# ---- design 1 ----
design_1/metal_stack.png
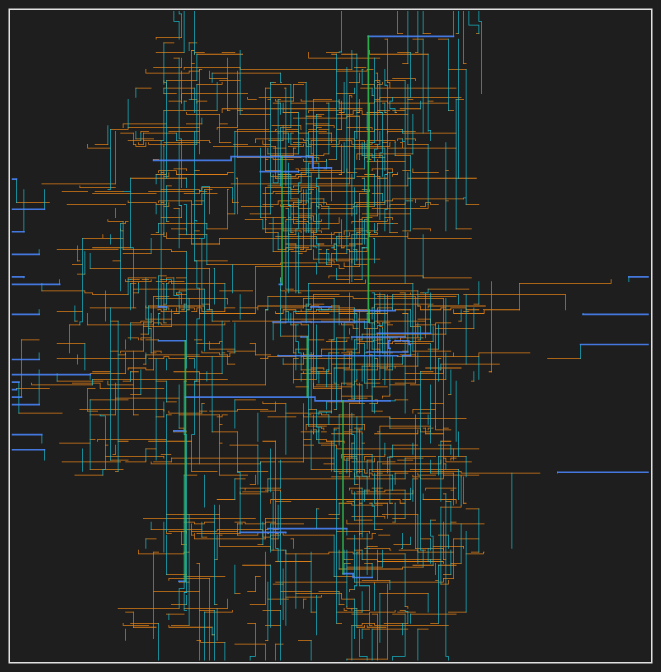

File: config.mk
export PLATFORM = sky130hd
export DESIGN_NAME = ps2_mouse_decoder_flat
export DESIGN_NICKNAME = d
export VERILOG_FILES = /design/src/rtl/ps2_mouse_decoder_if.sv /design/src/rtl/ps2_mouse_decoder.sv /design/src/flat_wrapper.sv
export SDC_FILE = /design/constraint.sdc
export NUM_CORES = 1
export LEC_CHECK = 0
export CAP_MARGIN = 5
export CORE_AREA = 2 2 114 116
export CTS_CLUSTER_SIZE = 24
export DETAILED_ROUTE_END_ITERATION = 10
export DIE_AREA = 0 0 116 118
export PLACE_DENSITY = 0.6
export RECOVER_POWER = 25
export SKIP_CTS_REPAIR_TIMING = 1
export SYNTH_ARGS = -nofsm -noshare
export SYNTH_HDL_FRONTEND = slang
export SYNTH_SLANG_ARGS = --single-unit
File: constraint.sdc
create_clock -name clk -period 2.7 [get_ports clk]
set_input_delay 0.81 -clock clk [delete_from_list [all_inputs] [get_ports clk]]
set_output_delay 0.81 -clock clk [all_outputs]
set_load 0.02 [all_outputs]
File: src/rtl/ps2_mouse_decoder_if.sv
// ---------------------------------------------------------------------------
// ps2_mouse_decoder_if
//   Bundle between the PS/2 byte recorder and the mouse packet decoder.
//
//   Signals:
//     record        [23:0] packet bytes: [23:16] status, [15:8] X, [7:0] Y
//     finished             level, high while a complete packet is in record
//     x             [9:0]  cursor x, 0..X_MAX
//     y             [8:0]  cursor y, 0..Y_MAX
//     btn_left/right/middle  button states
//     packet_valid         1-cycle pulse, packet applied
//     left_click           1-cycle pulse, left button 0->1
//     sync_error           1-cycle pulse, packet rejected
//
//   Modports:
//     master : recorder / game side (drives record and finished)
//     slave  : decoder side (drives cursor, buttons and event pulses)
// ---------------------------------------------------------------------------
interface ps2_mouse_decoder_if;
  logic [23:0] record;
  logic        finished;
  logic [9:0]  x;
  logic [8:0]  y;
  logic        btn_left;
  logic        btn_right;
  logic        btn_middle;
  logic        packet_valid;
  logic        left_click;
  logic        sync_error;

  modport master (
    output record, finished,
    input  x, y, btn_left, btn_right, btn_middle,
           packet_valid, left_click, sync_error
  );

  modport slave (
    input  record, finished,
    output x, y, btn_left, btn_right, btn_middle,
           packet_valid, left_click, sync_error
  );
endinterface

File: src/rtl/ps2_mouse_decoder.sv
// ---------------------------------------------------------------------------
// ps2_mouse_decoder
//   Takes the 3-byte PS/2 mouse packet presented by the byte recorder, checks
//   it, updates the button states and integrates the X/Y deltas into a
//   clamped screen cursor. Emits single-cycle event pulses for the game logic.
//
//   Ports:
//     clk    in   system clock
//     reset  in   asynchronous, active-high reset
//     bus    slave modport of ps2_mouse_decoder_if (record/finished in,
//            cursor, buttons and event pulses out)
//
//   Optional feature:
//     MOUSE_ACCEL_EN  when defined, deltas with |delta| >= ACCEL_THRESH are
//                     doubled before being applied to the cursor.
// ---------------------------------------------------------------------------
module ps2_mouse_decoder #(
  parameter int X_MAX        = 639,
  parameter int Y_MAX        = 479,
  parameter int X_INIT       = 320,
  parameter int Y_INIT       = 240,
  parameter int ACCEL_THRESH = 16
) (
  input  logic                  clk,
  input  logic                  reset,
  ps2_mouse_decoder_if.slave    bus
);

`ifdef MOUSE_ACCEL_EN
  localparam bit ACCEL_ON = 1'b1;
`else
  localparam bit ACCEL_ON = 1'b0;
`endif

  localparam logic signed [11:0] X_MAX_S = 12'(X_MAX);
  localparam logic signed [11:0] Y_MAX_S = 12'(Y_MAX);
  localparam logic signed [11:0] THRESH  = 12'(ACCEL_THRESH);

  typedef enum logic [1:0] {IDLE, LATCH, CHECK, UPDATE} state_e;

  state_e             state_q;
  logic [23:0]        pkt_q;
  logic               finished_q;   // finished delayed by one clk
  logic signed [11:0] dx_q, dy_q;
  logic [9:0]         x_q;
  logic [8:0]         y_q;
  logic [2:0]         btn_q;        // {middle, right, left}
  logic               packet_valid_q, left_click_q, sync_error_q;

  logic               start;
  logic signed [11:0] dx_eff, dy_eff, nx, ny;
  logic [9:0]         x_d;
  logic [8:0]         y_d;

  assign start = bus.finished & ~finished_q;

  function automatic logic is_big(input logic signed [11:0] d);
    return (d != 12'sd0) && ((d >= THRESH) || (d <= -THRESH));
  endfunction

  // Next cursor position; y is subtracted because PS/2 Y grows upward while
  // screen y grows downward. 12-bit signed width cannot wrap for any delta.
  always_comb begin
    // NOTE: every variable gets a default first so no path can infer a latch.
    dx_eff = dx_q;
    dy_eff = dy_q;
    if (ACCEL_ON && is_big(dx_q)) dx_eff = dx_q <<< 1;
    if (ACCEL_ON && is_big(dy_q)) dy_eff = dy_q <<< 1;

    nx = $signed({2'b00, x_q}) + dx_eff;
    ny = $signed({3'b000, y_q}) - dy_eff;

    if (nx < 12'sd0)       x_d = '0;
    else if (nx > X_MAX_S) x_d = X_MAX_S[9:0];
    else                   x_d = nx[9:0];

    if (ny < 12'sd0)       y_d = '0;
    else if (ny > Y_MAX_S) y_d = Y_MAX_S[8:0];
    else                   y_d = ny[8:0];
  end

  always_ff @(posedge clk or posedge reset) begin
    if (reset) begin
      state_q        <= IDLE;
      pkt_q          <= '0;
      // Held high so a finished already asserted at reset release is not
      // mistaken for a fresh packet.
      finished_q     <= 1'b1;
      dx_q           <= '0;
      dy_q           <= '0;
      x_q            <= 10'(X_INIT);
      y_q            <= 9'(Y_INIT);
      btn_q          <= '0;
      packet_valid_q <= 1'b0;
      left_click_q   <= 1'b0;
      sync_error_q   <= 1'b0;
    end else begin
      // NOTE: sequential state uses non-blocking assignments only, so every
      // register samples the pre-edge values regardless of statement order.
      finished_q     <= bus.finished;
      packet_valid_q <= 1'b0;
      left_click_q   <= 1'b0;
      sync_error_q   <= 1'b0;

      case (state_q)
        IDLE: begin
          // Starts arriving in any other state are dropped; pkt_q is kept.
          if (start) begin
            pkt_q   <= bus.record;
            state_q <= LATCH;
          end
        end
        LATCH: begin
          // 9-bit two's complement deltas: sign bits live in the status byte.
          dx_q    <= {{4{pkt_q[20]}}, pkt_q[15:8]};
          dy_q    <= {{4{pkt_q[21]}}, pkt_q[7:0]};
          state_q <= CHECK;
        end
        CHECK: begin
          if (!pkt_q[19]) begin
            // Status bit 3 is always 1 in a well-framed packet.
            sync_error_q <= 1'b1;
            state_q      <= IDLE;
          end else begin
            if (pkt_q[22]) dx_q <= '0;
            if (pkt_q[23]) dy_q <= '0;
            state_q <= UPDATE;
          end
        end
        UPDATE: begin
          x_q            <= x_d;
          y_q            <= y_d;
          btn_q          <= {pkt_q[18], pkt_q[17], pkt_q[16]};
          packet_valid_q <= 1'b1;
          left_click_q   <= pkt_q[16] & ~btn_q[0];
          state_q        <= IDLE;
        end
        default: state_q <= IDLE;
      endcase
    end
  end

  assign bus.x            = x_q;
  assign bus.y            = y_q;
  assign bus.btn_left     = btn_q[0];
  assign bus.btn_right    = btn_q[1];
  assign bus.btn_middle   = btn_q[2];
  assign bus.packet_valid = packet_valid_q;
  assign bus.left_click   = left_click_q;
  assign bus.sync_error   = sync_error_q;

endmodule

File: src/flat_wrapper.sv
// flat-port wrapper written by rule: the top's interface ports become plain ports
module ps2_mouse_decoder_flat 
#(
  parameter int X_MAX        = 639,
  parameter int Y_MAX        = 479,
  parameter int X_INIT       = 320,
  parameter int Y_INIT       = 240,
  parameter int ACCEL_THRESH = 16
)
  (clk, reset, bus_record, bus_finished, bus_x, bus_y, bus_btn_left, bus_btn_right, bus_btn_middle, bus_packet_valid, bus_left_click, bus_sync_error);
  ps2_mouse_decoder_if bus_i ();
  input  logic clk;
  input  logic reset;
  input wire logic [$bits(bus_i.record)-1:0] bus_record;
  input wire logic [$bits(bus_i.finished)-1:0] bus_finished;
  output wire logic [$bits(bus_i.x)-1:0] bus_x;
  output wire logic [$bits(bus_i.y)-1:0] bus_y;
  output wire logic [$bits(bus_i.btn_left)-1:0] bus_btn_left;
  output wire logic [$bits(bus_i.btn_right)-1:0] bus_btn_right;
  output wire logic [$bits(bus_i.btn_middle)-1:0] bus_btn_middle;
  output wire logic [$bits(bus_i.packet_valid)-1:0] bus_packet_valid;
  output wire logic [$bits(bus_i.left_click)-1:0] bus_left_click;
  output wire logic [$bits(bus_i.sync_error)-1:0] bus_sync_error;
  assign bus_i.record = bus_record;
  assign bus_i.finished = bus_finished;
  assign bus_x = bus_i.x;
  assign bus_y = bus_i.y;
  assign bus_btn_left = bus_i.btn_left;
  assign bus_btn_right = bus_i.btn_right;
  assign bus_btn_middle = bus_i.btn_middle;
  assign bus_packet_valid = bus_i.packet_valid;
  assign bus_left_click = bus_i.left_click;
  assign bus_sync_error = bus_i.sync_error;
  ps2_mouse_decoder #(.X_MAX(X_MAX), .Y_MAX(Y_MAX), .X_INIT(X_INIT), .Y_INIT(Y_INIT), .ACCEL_THRESH(ACCEL_THRESH)) u_core (.clk(clk), .reset(reset), .bus(bus_i));
endmodule
# ---- design 2 ----
$ cat src/rtl/mic_pkg.sv
// Shared constants and FSM state type for the microphone sample filter.
package mic_pkg;

    localparam int DEF_DATA_W = 12;
    localparam int MIDSCALE   = 2048;
    localparam int DC_SHIFT   = 8;

    typedef enum logic [1:0] {
        ST_IDLE,
        ST_ACCUM,
        ST_ISSUE,
        ST_WAIT
    } mic_state_e;

endpackage

$ cat src/rtl/mic_sample_ring.sv
// Moving-average history: 2^DEPTH_LOG2 samples, write pointer always addresses the oldest entry.
module mic_sample_ring #(
    parameter int DEPTH_LOG2 = 3,
    parameter int DATA_W     = 12
) (
    input  logic              clock,
    input  logic              reset,
    input  logic              wr_en_i,
    input  logic [DATA_W-1:0] wr_data_i,
    output logic [DATA_W-1:0] rd_oldest_o
);

    localparam int DEPTH = 1 << DEPTH_LOG2;

    logic [DATA_W-1:0]     mem_q [DEPTH];
    logic [DEPTH_LOG2-1:0] ptr_q;

    // NOTE: the history is flop-based and reset to zero on purpose, because the
    // running sum assumes an all-zero history; a RAM without reset would break that.
    always_ff @(posedge clock) begin
        if (reset) begin
            ptr_q <= '0;
            for (int i = 0; i < DEPTH; i++) begin
                mem_q[i] <= '0;
            end
        end else if (wr_en_i) begin
            mem_q[ptr_q] <= wr_data_i;
            ptr_q        <= ptr_q + DEPTH_LOG2'(1);
        end
    end

    assign rd_oldest_o = mem_q[ptr_q];

endmodule

$ cat src/rtl/mic_sample_filter.sv
// Mic sample moving-average filter feeding a DAC handshake.
// Optional DC-blocking stage enabled by defining MIC_SAMPLE_FILTER_DC_BLOCK_EN.
module mic_sample_filter
    import mic_pkg::*;
#(
    parameter int AVG_LOG2 = 3,
    parameter int DATA_W   = DEF_DATA_W
) (
    input  logic              clock,
    input  logic              reset,
    input  logic              inValid,
    input  logic [DATA_W-1:0] inData,
    output logic              outStart,
    output logic [DATA_W-1:0] outData,
    input  logic              dacDone,
    output logic              overrun
);

    localparam int SUM_W = DATA_W + AVG_LOG2;

    mic_state_e        state_q, state_d;
    logic [DATA_W-1:0] sample_q, sample_d;
    logic [SUM_W-1:0]  sum_q, sum_d, sum_acc;
    logic [DATA_W-1:0] out_data_q, out_data_d;
    logic              overrun_q, overrun_d;
    logic              accept;
    logic              ring_wr_en;
    logic [DATA_W-1:0] ring_oldest;
    logic [DATA_W-1:0] avg;
    logic [DATA_W-1:0] filtered;

    mic_sample_ring #(
        .DEPTH_LOG2(AVG_LOG2),
        .DATA_W    (DATA_W)
    ) u_ring (
        .clock      (clock),
        .reset      (reset),
        .wr_en_i    (ring_wr_en),
        .wr_data_i  (sample_q),
        .rd_oldest_o(ring_oldest)
    );

    // The oldest entry is part of sum_q, so the subtraction can never underflow.
    assign sum_acc = sum_q + SUM_W'(sample_q) - SUM_W'(ring_oldest);
    assign avg     = sum_acc[SUM_W-1:AVG_LOG2];

`ifdef MIC_SAMPLE_FILTER_DC_BLOCK_EN
    localparam int DC_W   = DATA_W + DC_SHIFT;
    localparam int FILT_W = DATA_W + 2;
    localparam logic signed [FILT_W-1:0] MID_S = FILT_W'(MIDSCALE);
    localparam logic signed [FILT_W-1:0] MAX_S = FILT_W'((1 << DATA_W) - 1);

    logic [DC_W-1:0]          dc_est_q, dc_est_d;
    logic [DATA_W-1:0]        dc_mean;
    logic signed [FILT_W-1:0] filt_s;

    assign dc_mean = dc_est_q[DC_W-1:DC_SHIFT];

    always_comb begin
        dc_est_d = dc_est_q;
        if (state_q == ST_ACCUM) begin
            dc_est_d = dc_est_q + DC_W'(avg) - DC_W'(dc_mean);
        end
        filt_s = $signed({2'b00, avg}) - $signed({2'b00, dc_mean}) + MID_S;
        if (filt_s[FILT_W-1]) begin
            filtered = '0;
        end else if (filt_s > MAX_S) begin
            filtered = '1;
        end else begin
            filtered = filt_s[DATA_W-1:0];
        end
    end

    always_ff @(posedge clock) begin
        if (reset) begin
            dc_est_q <= DC_W'(MIDSCALE) << DC_SHIFT;
        end else begin
            dc_est_q <= dc_est_d;
        end
    end
`else
    assign filtered = avg;
`endif

    // NOTE: every signal written here gets its default first, so no path
    // through the case leaves one unassigned and no latch is inferred.
    always_comb begin
        state_d    = state_q;
        sample_d   = sample_q;
        sum_d      = sum_q;
        out_data_d = out_data_q;
        overrun_d  = overrun_q;
        ring_wr_en = 1'b0;

        accept = inValid && ((state_q == ST_IDLE) || ((state_q == ST_WAIT) && dacDone));
        if (accept) begin
            sample_d = inData;
        end
        if (inValid && !accept) begin
            overrun_d = 1'b1;
        end

        unique case (state_q)
            ST_IDLE: begin
                if (accept) begin
                    state_d = ST_ACCUM;
                end
            end
            ST_ACCUM: begin
                ring_wr_en = 1'b1;
                sum_d      = sum_acc;
                out_data_d = filtered;
                state_d    = ST_ISSUE;
            end
            ST_ISSUE: begin
                state_d = ST_WAIT;
            end
            ST_WAIT: begin
                if (dacDone) begin
                    state_d = accept ? ST_ACCUM : ST_IDLE;
                end
            end
            default: begin
                state_d = ST_IDLE;
            end
        endcase
    end

    // NOTE: state registers use non-blocking assignments so every flop samples
    // the pre-edge values regardless of statement order.
    always_ff @(posedge clock) begin
        if (reset) begin
            state_q    <= ST_IDLE;
            sample_q   <= '0;
            sum_q      <= '0;
            out_data_q <= '0;
            overrun_q  <= 1'b0;
        end else begin
            state_q    <= state_d;
            sample_q   <= sample_d;
            sum_q      <= sum_d;
            out_data_q <= out_data_d;
            overrun_q  <= overrun_d;
        end
    end

    assign outStart = (state_q == ST_ISSUE);
    assign outData  = out_data_q;
    assign overrun  = overrun_q;

endmodule

$ cat config.mk
export PLATFORM = sky130hd
export DESIGN_NAME = mic_sample_filter
export DESIGN_NICKNAME = d
export VERILOG_FILES = /design/src/rtl/mic_pkg.sv /design/src/rtl/mic_sample_ring.sv /design/src/rtl/mic_sample_filter.sv
export SDC_FILE = /design/constraint.sdc
export NUM_CORES = 1
export LEC_CHECK = 0
export ABC_AREA = 1
export CORE_MARGIN = 1
export CORE_UTILIZATION = 45
export DETAILED_ROUTE_END_ITERATION = 10
export PLACE_DENSITY = 0.65
export SLEW_MARGIN = 20
export SYNTH_ARGS = -nofsm -noshare
export SYNTH_HDL_FRONTEND = slang
export SYNTH_SLANG_ARGS = --single-unit
$ cat constraint.sdc
create_clock -name clock -period 3.2 [get_ports clock]
set_clock_uncertainty 0.15 [all_clocks]
set_input_delay 0.8 -clock clock [delete_from_list [all_inputs] [get_ports clock]]
set_output_delay 0.8 -clock clock [all_outputs]
set_load 0.02 [all_outputs]
# ---- design 3 ----
--- config.mk ---
export PLATFORM = sky130hd
export DESIGN_NAME = memory_arbiter
export DESIGN_NICKNAME = d
export VERILOG_FILES = /design/src/rtl/memory_arbiter.sv
export SDC_FILE = /design/constraint.sdc
export NUM_CORES = 1
export LEC_CHECK = 0
export CAP_MARGIN = 20
export CORE_UTILIZATION = 31
export CTS_CLUSTER_SIZE = 8
export DETAILED_ROUTE_END_ITERATION = 6
export HOLD_SLACK_MARGIN = 0.15
export PLACE_DENSITY = 0.8
export SLEW_MARGIN = 10
export SYNTH_ARGS = -nofsm -noshare
export SYNTH_HDL_FRONTEND = slang
export SYNTH_SLANG_ARGS = --single-unit
--- constraint.sdc ---
create_clock -name CLK -period 2.4 [get_ports CLK]
set_input_delay 0.72 -clock CLK [delete_from_list [all_inputs] [get_ports CLK]]
set_output_delay 0.72 -clock CLK [all_outputs]
set_load 0.02 [all_outputs]
--- src/rtl/memory_arbiter.sv ---
// memory_arbiter: shares one single-ported RAM between instruction fetch and
// data accesses, with wait-state handling, timeout/error trapping, LL/SC link
// tracking and a halt quiesce.
//
// Handshake: requests are level-sensitive. A requester raises iREN, or dREN/dWEN,
// with address and data stable and holds them until the cycle its hit is 1.
// The hit cycle is the transfer cycle. Dropping the request before the hit
// cancels the access: no hit is produced and the arbiter returns to IDLE.
module memory_arbiter #(
   parameter int TIMEOUT = 64,
   parameter bit LINK_EN = 1'b1
) (
   input  logic        CLK,
   input  logic        RST,
   input  logic        iREN,
   input  logic [31:0] iaddr,
   output logic        ihit,
   output logic [31:0] iload,
   input  logic        dREN,
   input  logic        dWEN,
   input  logic        datomic,
   input  logic [31:0] daddr,
   input  logic [31:0] dstore,
   output logic        dhit,
   output logic [31:0] dload,
   input  logic        halt,
   output logic        halted,
   output logic        err,
   output logic        ramREN,
   output logic        ramWEN,
   output logic [31:0] ramaddr,
   output logic [31:0] ramstore,
   input  logic [31:0] ramload,
   input  logic [1:0]  ramstate,
   output logic [2:0]  state_dbg
);

   typedef enum logic [2:0] {
      IDLE   = 3'd0,
      DREQ   = 3'd1,
      IREQ   = 3'd2,
      SCFAIL = 3'd3,
      HALTED = 3'd4,
      ERR    = 3'd5
   } state_t;

   localparam logic [1:0] RAM_ACCESS = 2'd2;
   localparam logic [1:0] RAM_ERROR  = 2'd3;
   localparam int         CW         = $clog2(TIMEOUT);

   state_t         state;
   logic [CW-1:0]  cnt;
   logic           link_valid;
   logic [31:0]    link_addr;
   logic           last_d;

   logic d_req;
   logic is_sc;
   logic is_ll;
   logic link_ok;
   logic access;
   logic ram_err;

   assign d_req   = dREN | dWEN;
   assign is_sc   = dWEN & datomic;
   assign is_ll   = dREN & datomic & ~dWEN;
   assign link_ok = !LINK_EN || (link_valid && (link_addr == daddr));
   assign access  = (ramstate == RAM_ACCESS);
   assign ram_err = (ramstate == RAM_ERROR);

   assign state_dbg = state;
   assign halted    = (state == HALTED);
   assign err       = (state == ERR);

   // RAM strobes, hits and load data decoded from the current grant and inputs
   always_comb begin
      ramREN   = 1'b0;
      ramWEN   = 1'b0;
      ramaddr  = 32'd0;
      ramstore = 32'd0;
      ihit     = 1'b0;
      iload    = 32'd0;
      dhit     = 1'b0;
      dload    = 32'd0;
      case (state)
         DREQ: begin
            ramaddr  = daddr;
            ramstore = dstore;
            ramWEN   = dWEN;
            ramREN   = dREN & ~dWEN;  // write wins so the strobes stay exclusive
            if (d_req && access) begin
               dhit  = 1'b1;
               dload = is_sc ? 32'd1 : ramload;
            end
         end
         IREQ: begin
            ramaddr = iaddr;
            ramREN  = iREN;
            if (iREN && access) begin
               ihit  = 1'b1;
               iload = ramload;
            end
         end
         SCFAIL: begin
            dhit  = 1'b1;
            dload = 32'd0;
         end
         default: ;
      endcase
   end

   // Grant FSM with wait-state counter, fairness bit and LL/SC link register
   always_ff @(posedge CLK or posedge RST) begin
      if (RST) begin
         state      <= IDLE;
         cnt        <= '0;
         link_valid <= 1'b0;
         link_addr  <= 32'd0;
         last_d     <= 1'b0;
      end else begin
         case (state)
            IDLE: begin
               if (halt && !d_req) begin
                  state <= HALTED;
               end else if (is_sc && !link_ok) begin
                  state      <= SCFAIL;
                  link_valid <= 1'b0;
               end else if (d_req && !(iREN && last_d)) begin
                  state <= DREQ;
                  cnt   <= '0;
               end else if (iREN) begin
                  state <= IREQ;
                  cnt   <= '0;
               end
            end
            DREQ: begin
               if (!d_req) begin
                  state <= IDLE;
               end else if (ram_err) begin
                  state <= ERR;
               end else if (access) begin
                  state  <= IDLE;
                  last_d <= 1'b1;
                  if (is_ll) begin
                     link_valid <= 1'b1;
                     link_addr  <= daddr;
                  end else if (is_sc) begin
                     link_valid <= 1'b0;
                  end else if (dWEN && (daddr == link_addr)) begin
                     link_valid <= 1'b0;
                  end
               end else if (cnt == CW'(TIMEOUT - 1)) begin
                  state <= ERR;
               end else begin
                  cnt <= cnt + 1'b1;
               end
            end
            IREQ: begin
               if (!iREN) begin
                  state <= IDLE;
               end else if (ram_err) begin
                  state <= ERR;
               end else if (access) begin
                  state  <= IDLE;
                  last_d <= 1'b0;
               end else if (cnt == CW'(TIMEOUT - 1)) begin
                  state <= ERR;
               end else begin
                  cnt <= cnt + 1'b1;
               end
            end
            SCFAIL: begin
               state  <= IDLE;
               last_d <= 1'b1;
            end
            HALTED: state <= HALTED;
            ERR:    state <= ERR;
            default: state <= ERR;
         endcase
      end
   end

endmodule

# ---- design 4 ----
$ cat config.mk
export PLATFORM = sky130hd
export DESIGN_NAME = trace_reader
export DESIGN_NICKNAME = d
export VERILOG_FILES = /design/src/rtl/trace_reader.sv
export SDC_FILE = /design/constraint.sdc
export NUM_CORES = 1
export LEC_CHECK = 0
export ABC_AREA = 1
export ABC_CLOCK_PERIOD_IN_PS = 1800
export CAP_MARGIN = 30
export CELL_PAD_IN_SITES_DETAIL_PLACEMENT = 0
export CELL_PAD_IN_SITES_GLOBAL_PLACEMENT = 1
export CORE_ASPECT_RATIO = 0.6
export CORE_MARGIN = 1.5
export CORE_UTILIZATION = 33
export DETAILED_ROUTE_END_ITERATION = 16
export PLACE_DENSITY = 0.74
export SLEW_MARGIN = 20
export SYNTH_ARGS = -nofsm -noshare
export SYNTH_HDL_FRONTEND = slang
export SYNTH_SLANG_ARGS = --single-unit
$ cat constraint.sdc
create_clock -name clk -period 1.8 [get_ports clk]
set_input_delay 0.27 -clock clk [delete_from_list [all_inputs] [get_ports clk]]
set_output_delay 0.27 -clock clk [all_outputs]
set_load 0.03 [all_outputs]
$ cat src/rtl/trace_reader.sv
// trace_reader: draws the captured trace, trigger-level line and grid in step with the VGA scan.
// Define TRACE_INTERP_EN to join adjacent samples with vertical runs instead of single dots.
module trace_reader #(
   parameter int ADDR_W   = 10,
   parameter int DEPTH    = 512,
   parameter int RD_LAT   = 1,
   parameter int H_ACTIVE = 640,
   parameter int V_ACTIVE = 480,
   parameter int TOP      = 112,
   parameter int GRID     = 64
) (
   input  logic              clk,
   input  logic              rst,
   input  logic [9:0]        x,
   input  logic [9:0]        y,
   output logic [ADDR_W-1:0] rd_addr,
   input  logic [7:0]        rd_data,
   input  logic [7:0]        level,
   input  logic              capture_ready,
   output logic              hold_capture,
   output logic              capture_ack,
   output logic [2:0]        rgb
);
   localparam logic [1:0] S_EMPTY = 2'd0;
   localparam logic [1:0] S_SHOW  = 2'd1;
   localparam logic [1:0] S_ACK   = 2'd2;
   localparam int P = RD_LAT + 1;
   localparam logic [9:0] DEPTH_V = 10'(DEPTH);
   localparam logic [9:0] H_V     = 10'(H_ACTIVE);
   localparam logic [9:0] V_V     = 10'(V_ACTIVE);
   localparam logic [9:0] GRID_V  = 10'(GRID);
   localparam logic [9:0] BASE_V  = 10'(TOP + 255);

   logic [1:0]   state;
   logic [9:0]   xd [P];
   logic [9:0]   yd [P];
   logic [P-1:0] vld;
   logic [9:0]   xs, ys, cur, lvl_row;
   logic         frame_start, frame_end, hit, trace, vis, grid;
   logic [2:0]   pix;

   assign frame_start = x == 10'd0 && y == 10'd0;
   assign frame_end   = x == 10'd0 && y == V_V;
   // scan position delayed to line up with the returning sample
   assign xs      = xd[P-1];
   assign ys      = yd[P-1];
   assign cur     = BASE_V - {2'b00, rd_data};
   assign lvl_row = BASE_V - {2'b00, level};

`ifdef TRACE_INTERP_EN
   logic [9:0] prev_row, prv, lo, hi;
   assign prv = xs == 10'd0 ? cur : prev_row;
   assign lo  = prv < cur ? prv : cur;
   assign hi  = prv < cur ? cur : prv;
   assign hit = ys >= lo && ys <= hi;
   always_ff @(posedge clk) prev_row <= rst ? '0 : cur;
`else
   assign hit = ys == cur;
`endif

   assign trace = state == S_SHOW && xs < DEPTH_V && hit;
   assign vis   = xs < H_V && ys < V_V;
   assign grid  = xs % GRID_V == 10'd0 || ys % GRID_V == 10'd0;
   assign pix   = !vis ? 3'b000 : trace ? 3'b010 : ys == lvl_row ? 3'b100 : grid ? 3'b001 : 3'b000;

   assign hold_capture = state == S_SHOW;
   assign capture_ack  = state == S_ACK;

   always_ff @(posedge clk) begin
      if (rst) begin
         state   <= S_EMPTY;
         rd_addr <= '0;
         rgb     <= 3'b000;
         vld     <= '0;
         for (int i = 0; i < P; i++) begin
            xd[i] <= '0;
            yd[i] <= '0;
         end
      end else begin
         state   <= state == S_ACK ? S_EMPTY :
                    state == S_SHOW ? (frame_end ? S_ACK : S_SHOW) :
                    (frame_start && capture_ready ? S_SHOW : S_EMPTY);
         rd_addr <= x < DEPTH_V ? x[ADDR_W-1:0] : '0;
         rgb     <= vld[P-1] ? pix : 3'b000;
         vld     <= {vld[P-2:0], 1'b1};
         xd[0]   <= x;
         yd[0]   <= y;
         for (int i = 1; i < P; i++) begin
            xd[i] <= xd[i-1];
            yd[i] <= yd[i-1];
         end
      end
   end
endmodule
design_1/drive_strength.png
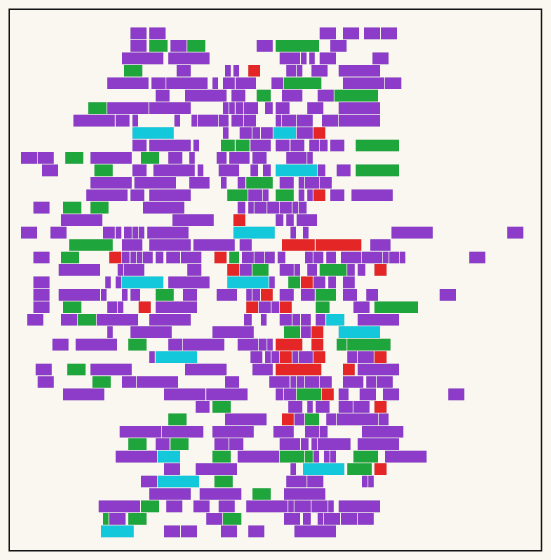
Purple marks drive 1 or less, cells 326, most used dfrtp_1. Red marks drive 3 to 4, cells 27, most used buf_4. Green marks drive 2, cells 55, most used mux2_2. Cyan marks drive 6 and up, cells 13, most used clkbuf_16.
P&R area growth vs syn: 32.4%
setup slack of the critical path after layout: 0.0661 ns

About design_1/metal_stack.png:
Blue marks met3, wire length 328 um. Cyan marks met2, wire length 4010 um. Orange marks met1, wire length 4180 um. Green marks met4, wire length 161 um.

==> impl_metrics.env, design 1 <==
# physical design summary
export IMPL_dp_hpwl_mm=6.27
export IMPL_netlist_top_cell_by_instances="dfrtp_1"
export IMPL_tritoncts="done"
export IMPL_run_status="finished clean"
export IMPL_synth_net_count=394
export IMPL_share_of_the_yosys_chip_area_belonging_to_registers_pct=46.2
export IMPL_flop_count=70
export IMPL_multi_input_combinational_area_share_pct=39.2
export IMPL_worst_setup_hold_path_clk_slew_ns=0.05
export IMPL_category_of_the_worst_setup_path_launch_point="register"
export IMPL_worstPathBufferInverterCount=1
export IMPL_portBuffers=51
export IMPL_total_via_count_after_detailed_routing=2876
export IMPL_cellLeakagePower_nw=2.18
export IMPL_worstHoldStart="u_core.btn_q[0]"
## design 1: report_power, final
part / switching [mW] / total (mW) / internal [mW] / leakage, nW
Clock: 0.435 / 1.11 / 0.670 / 0.132
Sequential: 0.391 / 1.99 / 1.60 / 0.841
Combinational: 2.45 / 4.71 / 2.27 / 1.20
Total: 3.27 / 7.81 / 4.54 / 2.18
## design 1: through the flow
step | hold slack (ns) | TNS (ns) | setup slack [ns] | cells | area, um2
2_1_floorplan | 0.461 | 0 | 0.121 | 341 | 3810
3_3_place_gp | 0.437 | 0 | 0.0439 | 569 | 4620
3_5_place_dp | 0.440 | -0.00254 | -0.00254 | 569 | 4620
4_1_cts | 0.447 | -0.0470 | -0.0186 | 585 | 4900
5_1_grt | 0.481 | -0.277 | -0.0698 | 593 | 5040
6_report | 0.449 | 0 | 0.0661 | 593 | 5040
## design 1: logic make-up after synthesis
| family | synth area share [%] |
|---|---|
| buffers and inverters | 3.88 |
| AND/OR/NAND/NOR | 8.08 |
| multiplexers | 8.74 |
| flip-flops | 46.2 |
| adder cells (fa/ha/maj) | 8.94 |
| XOR/XNOR | 3.19 |
| AND-OR/OR-AND | 21.0 |
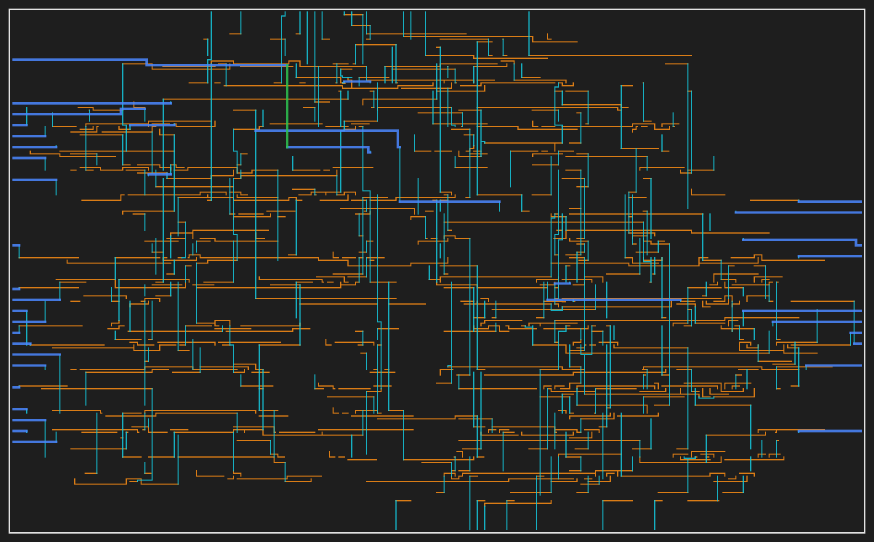
design_4/metal_stack.png
Cyan marks met2, wire length 1420 um. Blue marks met3, wire length 291 um. Green marks met4, wire length 10.2 um. Orange marks met1, wire length 2550 um.
total via count after detailed routing: 1731
post-DR wirelength/cell: 9.52 um
global-route usage over all layers: 13.1%
routed wire length: 4.27 mm

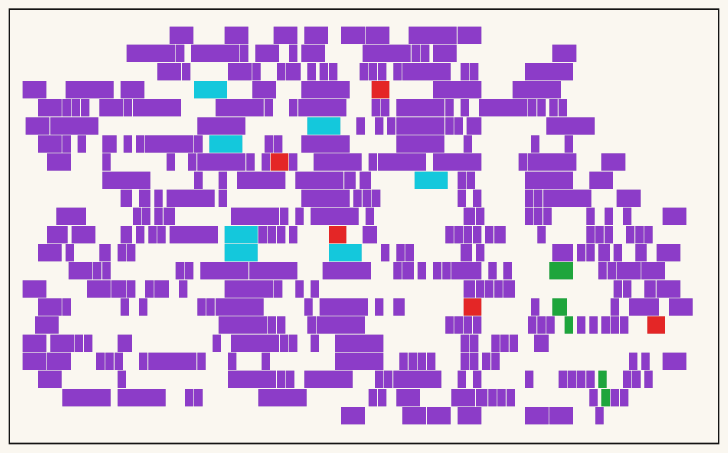
design_4/drive_strength.png
Green marks drive 2, cells 5, most used inv_2. Purple marks drive 1 or less, cells 347, most used nor2_1. Red marks drive 3 to 4, cells 5, most used buf_4. Cyan marks drive 6 and up, cells 7, most used clkbuf_8.
P&R area growth vs syn: 35.3%
cell area after layout: 2860 um2
setup slack of the critical path after layout: 0.213 ns

==> impl_metrics.env, design 4 <==
# physical design summary
export IMPL_wl_met3_um=291
export IMPL_n_fill_cell=625
export IMPL_comb_area_um2=727
export IMPL_worstSkewPairLatency_ns=0.30
export IMPL_yosys_stat_cells=304
export IMPL_cellPowerDensity_nw_per_um2=809
export IMPL_tritoncts="done"
export IMPL_crit_fanout=3
export IMPL_ys_types=18
export IMPL_synth_mux_area_fraction_pct=0
export IMPL_largest_net_degree_at_the_start_of_global_routing=29
export IMPL_num_nonclk_buffers=57
export IMPL_cts_post_setup_buffers_inserted=0
export IMPL_report_final_setup_viol=0
export IMPL_crit_path_top_delay_cell="dlygate4sd2_1"
export IMPL_drive_above_1_share_pct=4.67
export IMPL_maxClockFrequency_mhz=630
export IMPL_std_cell_core_area_um2=6140
export IMPL_drc=0
export IMPL_final_min_period_over_clock_period_pct=88.2
export IMPL_io_pins=54
export IMPL_layout_area_top_class="registers"
export IMPL_numCtsBuffers=5
export IMPL_worst_setup_hold_path_clk_slew_ns=0.09
export IMPL_run_status="finished clean"
export IMPL_yosys_area_share_xor_xnor_pct=0.414
export IMPL_chipWidth_um=106
export IMPL_portBuffers=53
export IMPL_seqCellArea_um2=1100
export IMPL_clockBufferCount=7
export IMPL_rsz0062_at_grt="no"
export IMPL_worstSetupStartpoint="state[1]"
export IMPL_category_of_the_worst_setup_path_launch_point="register"
export IMPL_cp_data_arrival_time_ns=1.32
## design 4: metrics by stage
stage	setup WS (ns)	hold WS, ns	utilization, %	area (um2)	std cells
2_1_floorplan	0.645	0.388	-	2110	304
3_3_place_gp	0.104	0.394	44.9	2760	440
3_5_place_dp	0.0983	0.393	44.9	2760	440
4_1_cts	0.0601	0.407	46.6	2860	448
5_1_grt	0.112	0.420	46.6	2860	448
6_report	0.213	0.400	46.6	2860	448
## design 4: worst max-delay path: cells and delay by family, from the launching register on
kind / cells / cell delay, ns
buf+inv: 3 / 0.61
flops: 1 / 0.31
simple gates: 1 / 0.10
## design 4: cell usage after synthesis
cell type	instances
buf_2	4
nor2_2	1
nor4_1	1
inv_2	3
conb_1	1
xor2_1	1
inv_1	67
clkbuf_1	1
o21ai_0	4
nand2_1	62
nand3_2	1
nand3_1	12
nand4_1	7
a21oi_1	1
dfxtp_1	55
nor3_1	1
nor2_1	80
ha_1	2
## design 4: power breakdown
part / total (mW) / internal (mW) / switching (mW)
clock network: 0.728 / 0.350 / 0.378
logic: 0.297 / 0.149 / 0.148
registers: 1.29 / 1.27 / 0.0210
total: 2.31 / 1.77 / 0.546
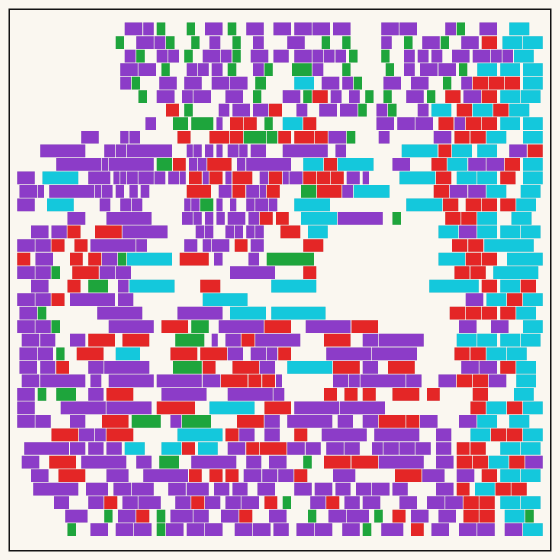
design_3/drive_strength.png
Cyan marks drive 6 and up, cells 94, most used buf_6. Purple marks drive 1 or less, cells 357, most used clkdlybuf4s50_1. Red marks drive 3 to 4, cells 161, most used buf_4. Green marks drive 2, cells 72, most used clkbuf_2.

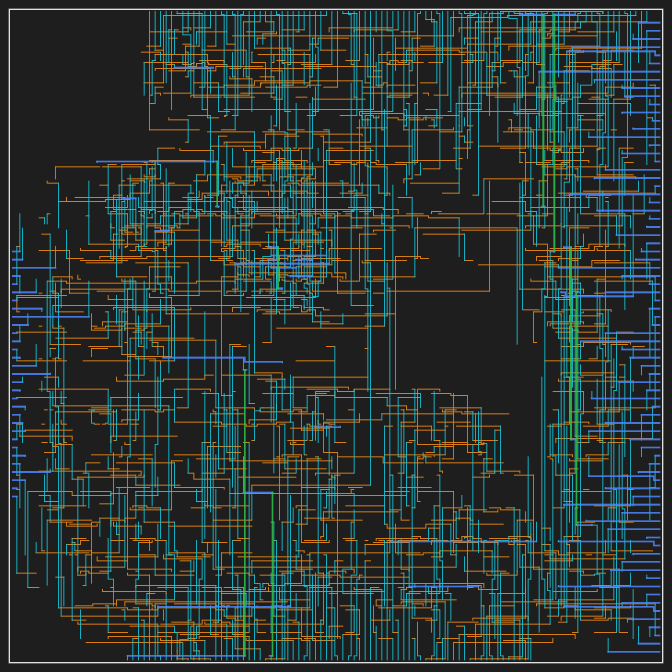
design_3/metal_stack.png
Orange marks met1, wire length 5620 um. Green marks met4, wire length 231 um. Cyan marks met2, wire length 7590 um. Blue marks met3, wire length 768 um.
global-route usage over all layers: 21.9%
post-DR wirelength/cell: 17.2 um
routed wire length: 14.2 mm
total via count after detailed routing: 4095

==> impl_metrics.env, design 3 <==
# physical design summary
export IMPL_n_fill_cell=852
export IMPL_floorplan_core_util_pct=32.2
export IMPL_yosys_area_share_xor_xnor_pct=7.97
export IMPL_cts_max_path_buffers=2
export IMPL_design_final_nets=821
export IMPL_portBuffers=273
export IMPL_dp_hpwl_mm=10.3
export IMPL_mostFrequentLayoutCells="121 x clkdlybuf4s50_1, 70 x buf_6, 61 x buf_4, 60 x and2_4, 42 x dfrtp_1"
export IMPL_max_capacitance_violation_count=0
export IMPL_cp_data_required_time_ns=1.68
export IMPL_violations="setup timing"
export IMPL_io_pins=274
export IMPL_tritoncts="done"
export IMPL_numCtsBuffers=5
export IMPL_synth_edff_count=0
export IMPL_postRouteAntennaNets=0
export IMPL_crit_path_end="dload[8]"
export IMPL_run_status="complete, but fails checks"
export IMPL_cp_data_arrival_time_ns=1.80
export IMPL_place_worst_setup_slack_ns=-0.971
export IMPL_share_of_the_yosys_chip_area_belonging_to_registers_pct=30.6
export IMPL_synth_adder_area_share_pct=0.356
export IMPL_die_height_um=109
export IMPL_wl_met3_um=767
export IMPL_met1Wirelength_mm=5.62
export IMPL_synth_top_cell_by_area="dfrtp_1"
export IMPL_synth_simple_area_share_pct=26.6
export IMPL_report_final_setup_viol=78
export IMPL_synth_logic_top_family="simple AND/OR/NAND/NOR gates"
export IMPL_final_max_slew_violation_count=0
export IMPL_worst_hold_path_endpoint="cnt[5]"
export IMPL_clock_skew_final_ns=0.00333
export IMPL_cts_post_setup_buffers_inserted=6
export IMPL_netlist_top_cell_by_instances="and2_1"
export IMPL_setup_slack_ns=-0.125
==> design 3: critical path: stages <==
cell and delay (ns):
buf_8 0.10, nand2b_4 0.14, nor2_4 0.09, and3_4 0.22, buf_12 0.13, clkbuf_16 0.14, and2_4 0.14, buf_6 0.11
==> design 3: metal layers <==
metal	vias to the layer above	global-route usage, %
met1	1975	26.1
li1	1944	-
met4	0	4.63
met5	-	0
met2	160	41.4
met3	16	2.77
==> design 3: power breakdown <==
group	internal, mW	leakage [nW]	switching, mW
registers	0.816	0.582	0.0804
logic	0.430	2.86	0.222
clock network	0.517	0.0868	0.267
==> design 3: area by class of cell <==
cell class / instances / area share [%]
Sequential cell: 43 / 15.0
Tap cell: 140 / 2.43
Multi-Input combinational cell: 292 / 34.8
Timing Repair Buffer: 337 / 45.2
Clock inverter: 2 / 0.486
Clock buffer: 6 / 1.93
Inverter: 4 / 0.208
==> design 3: metrics by stage <==
stage                     setup TNS [ns]  hold WS (ns)  cells
after floorplan                  -0.0209         0.456    369
after detailed placement          -88.26         0.502    800
after global routing               -9.53         0.541    824
after CTS                          -6.42         0.509    816
final                              -4.40         0.512    824
after global placement            -86.74         0.477    800
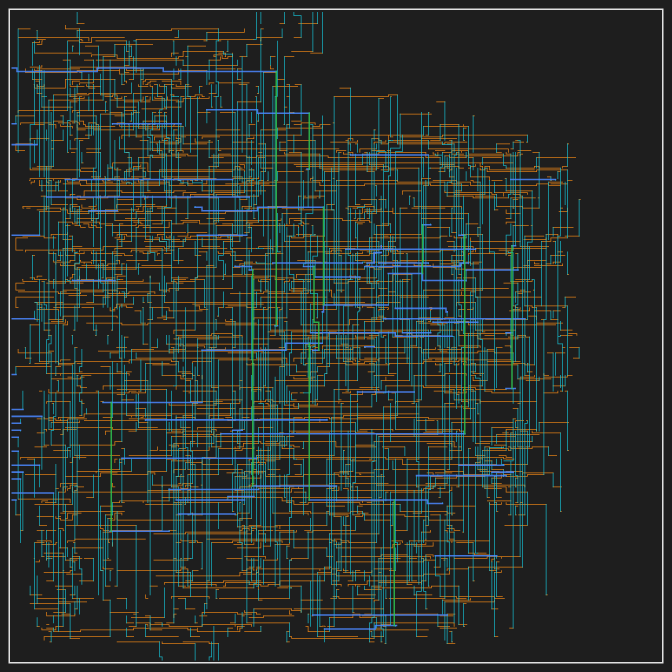
design_2/metal_stack.png
Blue marks met3, wire length 856 um. Orange marks met1, wire length 7550 um. Green marks met4, wire length 295 um. Cyan marks met2, wire length 8280 um.

==> impl_metrics.env, design 2 <==
# physical design summary
export IMPL_power_frac_clock_pct=20.0
export IMPL_portBuffers=29
export IMPL_clock_power_mw=1.74
export IMPL_timing_worst_slew_pin_value_ns=0.589
export IMPL_synth_edff_count=96
export IMPL_flow_area_growth_from_synthesis_pct=16.8
export IMPL_cellLeakagePower_nw=3.57
export IMPL_antenna_cells=0
export IMPL_postRouteAntennaNets=0
export IMPL_finalCriticalPeriod_ns=3.04
export IMPL_maximum_resistive_drop_on_vdd_v=0.00108
export IMPL_category_of_the_worst_setup_path_launch_point="register"
export IMPL_ys_warnings_count=0
export IMPL_grt_first_pass_wirelength_mm=26.9
export IMPL_yosys_stat_cells=803
export IMPL_mostFrequentLayoutCells="168 x nor2_1, 124 x nand2_1, 105 x inv_1, 96 x edfxtp_1, 50 x o21ai_0"
export IMPL_pwr_group_combinational_mw=4.74
export IMPL_design_area_um2=8250
export IMPL_wl_met3_um=855
export IMPL_run_status="finished clean"
export IMPL_post_drt_wl_per_cell_um=16.0
export IMPL_design_final_nets=888
design 2: kinds of logic after synthesis:
kind of cell,count (synthesis)
flops,132
buf+inv,167
fa+ha+maj,33
xor+xnor,5
simple gates,350
compound gates,116
design 2: critical path, stage by stage, from the launching register on:
cell and delay [ns]:
dfxtp_4 0.37, inv_2 0.11, buf_12 0.17, nor2_1 0.05
o32ai_1 0.28, nand2_1 0.08, nand2_1 0.14, fa_1 0.44
inv_1 0.07, ha_1 0.28, nand2_1 0.11, inv_1 0.08
a21oi_1 0.14, nand2_1 0.08, xor2_1 0.15, o21ai_1 0.16
inv_1 0.05
design 2: path summary, 6_finish.rpt:
kind | slack (ns) | from | end
worst max-delay path | 0.16 | register | sum_q[7]
worst min-delay path | 0.31 | overrun | overrun
worst max register to register | 0.16 | register | sum_q[7]
worst min register to register | 0.31 | overrun | overrun
design 2: what timing repair did:
action | 4_1_cts | 5_1_grt
endpoints found under the setup margin | 0 | 12
gates resized | 0 | 19
hold buffers | 0 | 0
design 2: state kept, by name (all words and copies together) (netlist names), named ones only:
name          count
overrun           1
sum_q            15
state_q           2
u_ring.mem_q     96
u_ring.ptr_q      3
sample_q         12

==> screenshots <==
Cells coloured by class.
Fill, decap, tap and diode cells in grey.
shot_01.png
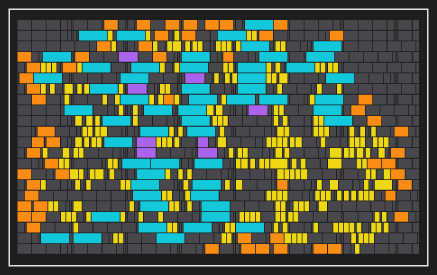
shot_02.png
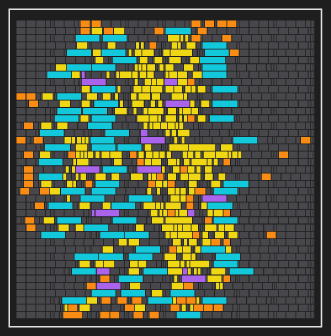
shot_03.png
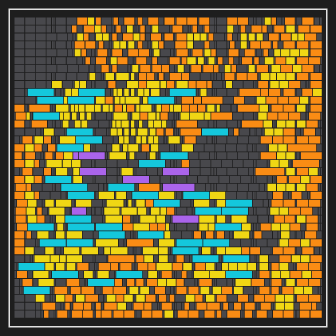
shot_04.png
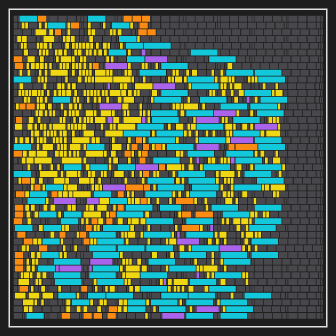
| from | picture |
|---|---|
| design 2 | shot_04.png |
| design 1 | shot_02.png |
| design 4 | shot_01.png |
| design 3 | shot_03.png |
Of these, fewest sequential cells: shot_03.png
Of these, most cells: shot_04.png



==> gallery <==
Wires at chosen ports, followed through buffers.
picture 1
Scale bar: 20 um.
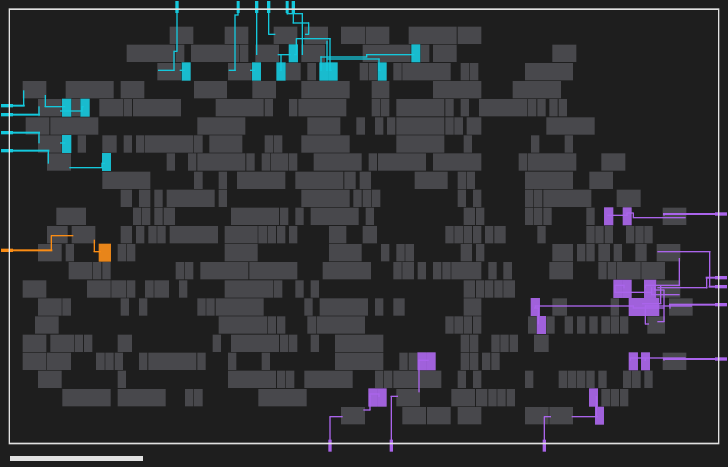
picture 2
Scale bar: 20 um.
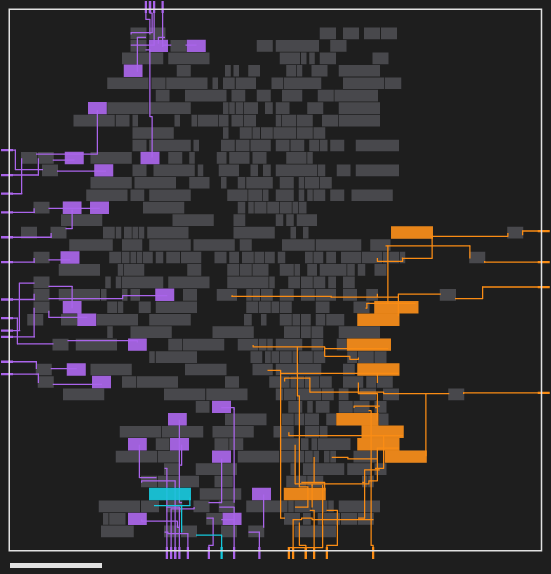
picture 3
Scale bar: 20 um.
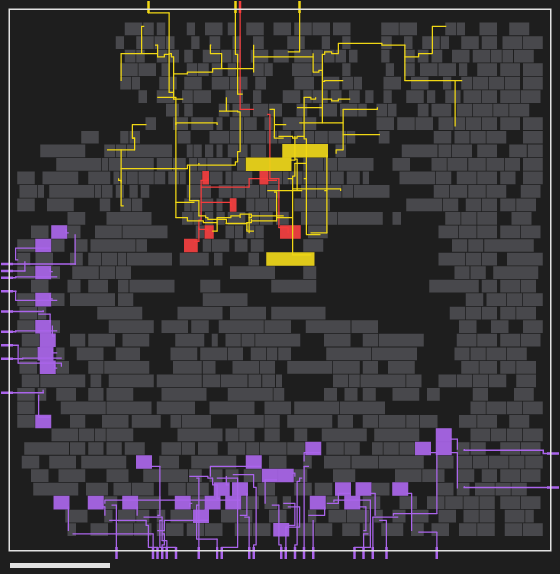
picture 4
Scale bar: 50 um.
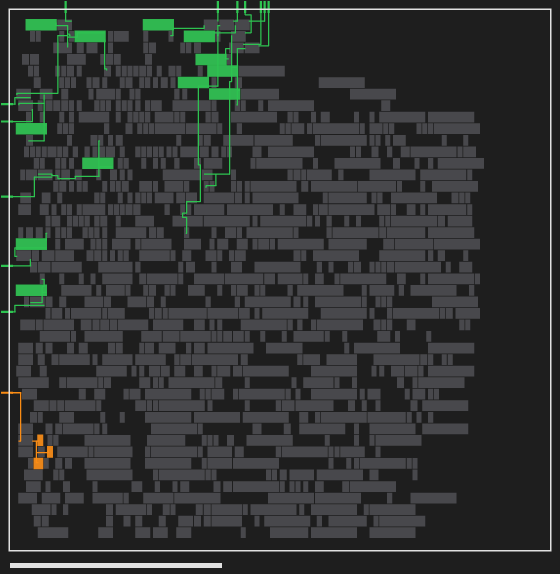
- picture 2 = design 1
- picture 3 = design 3
- picture 4 = design 2
- picture 1 = design 4
The one with the most cells is picture 4.
The one with the smallest die is picture 1.

No activity file was given, so power comes from the tool's default toggle rates.
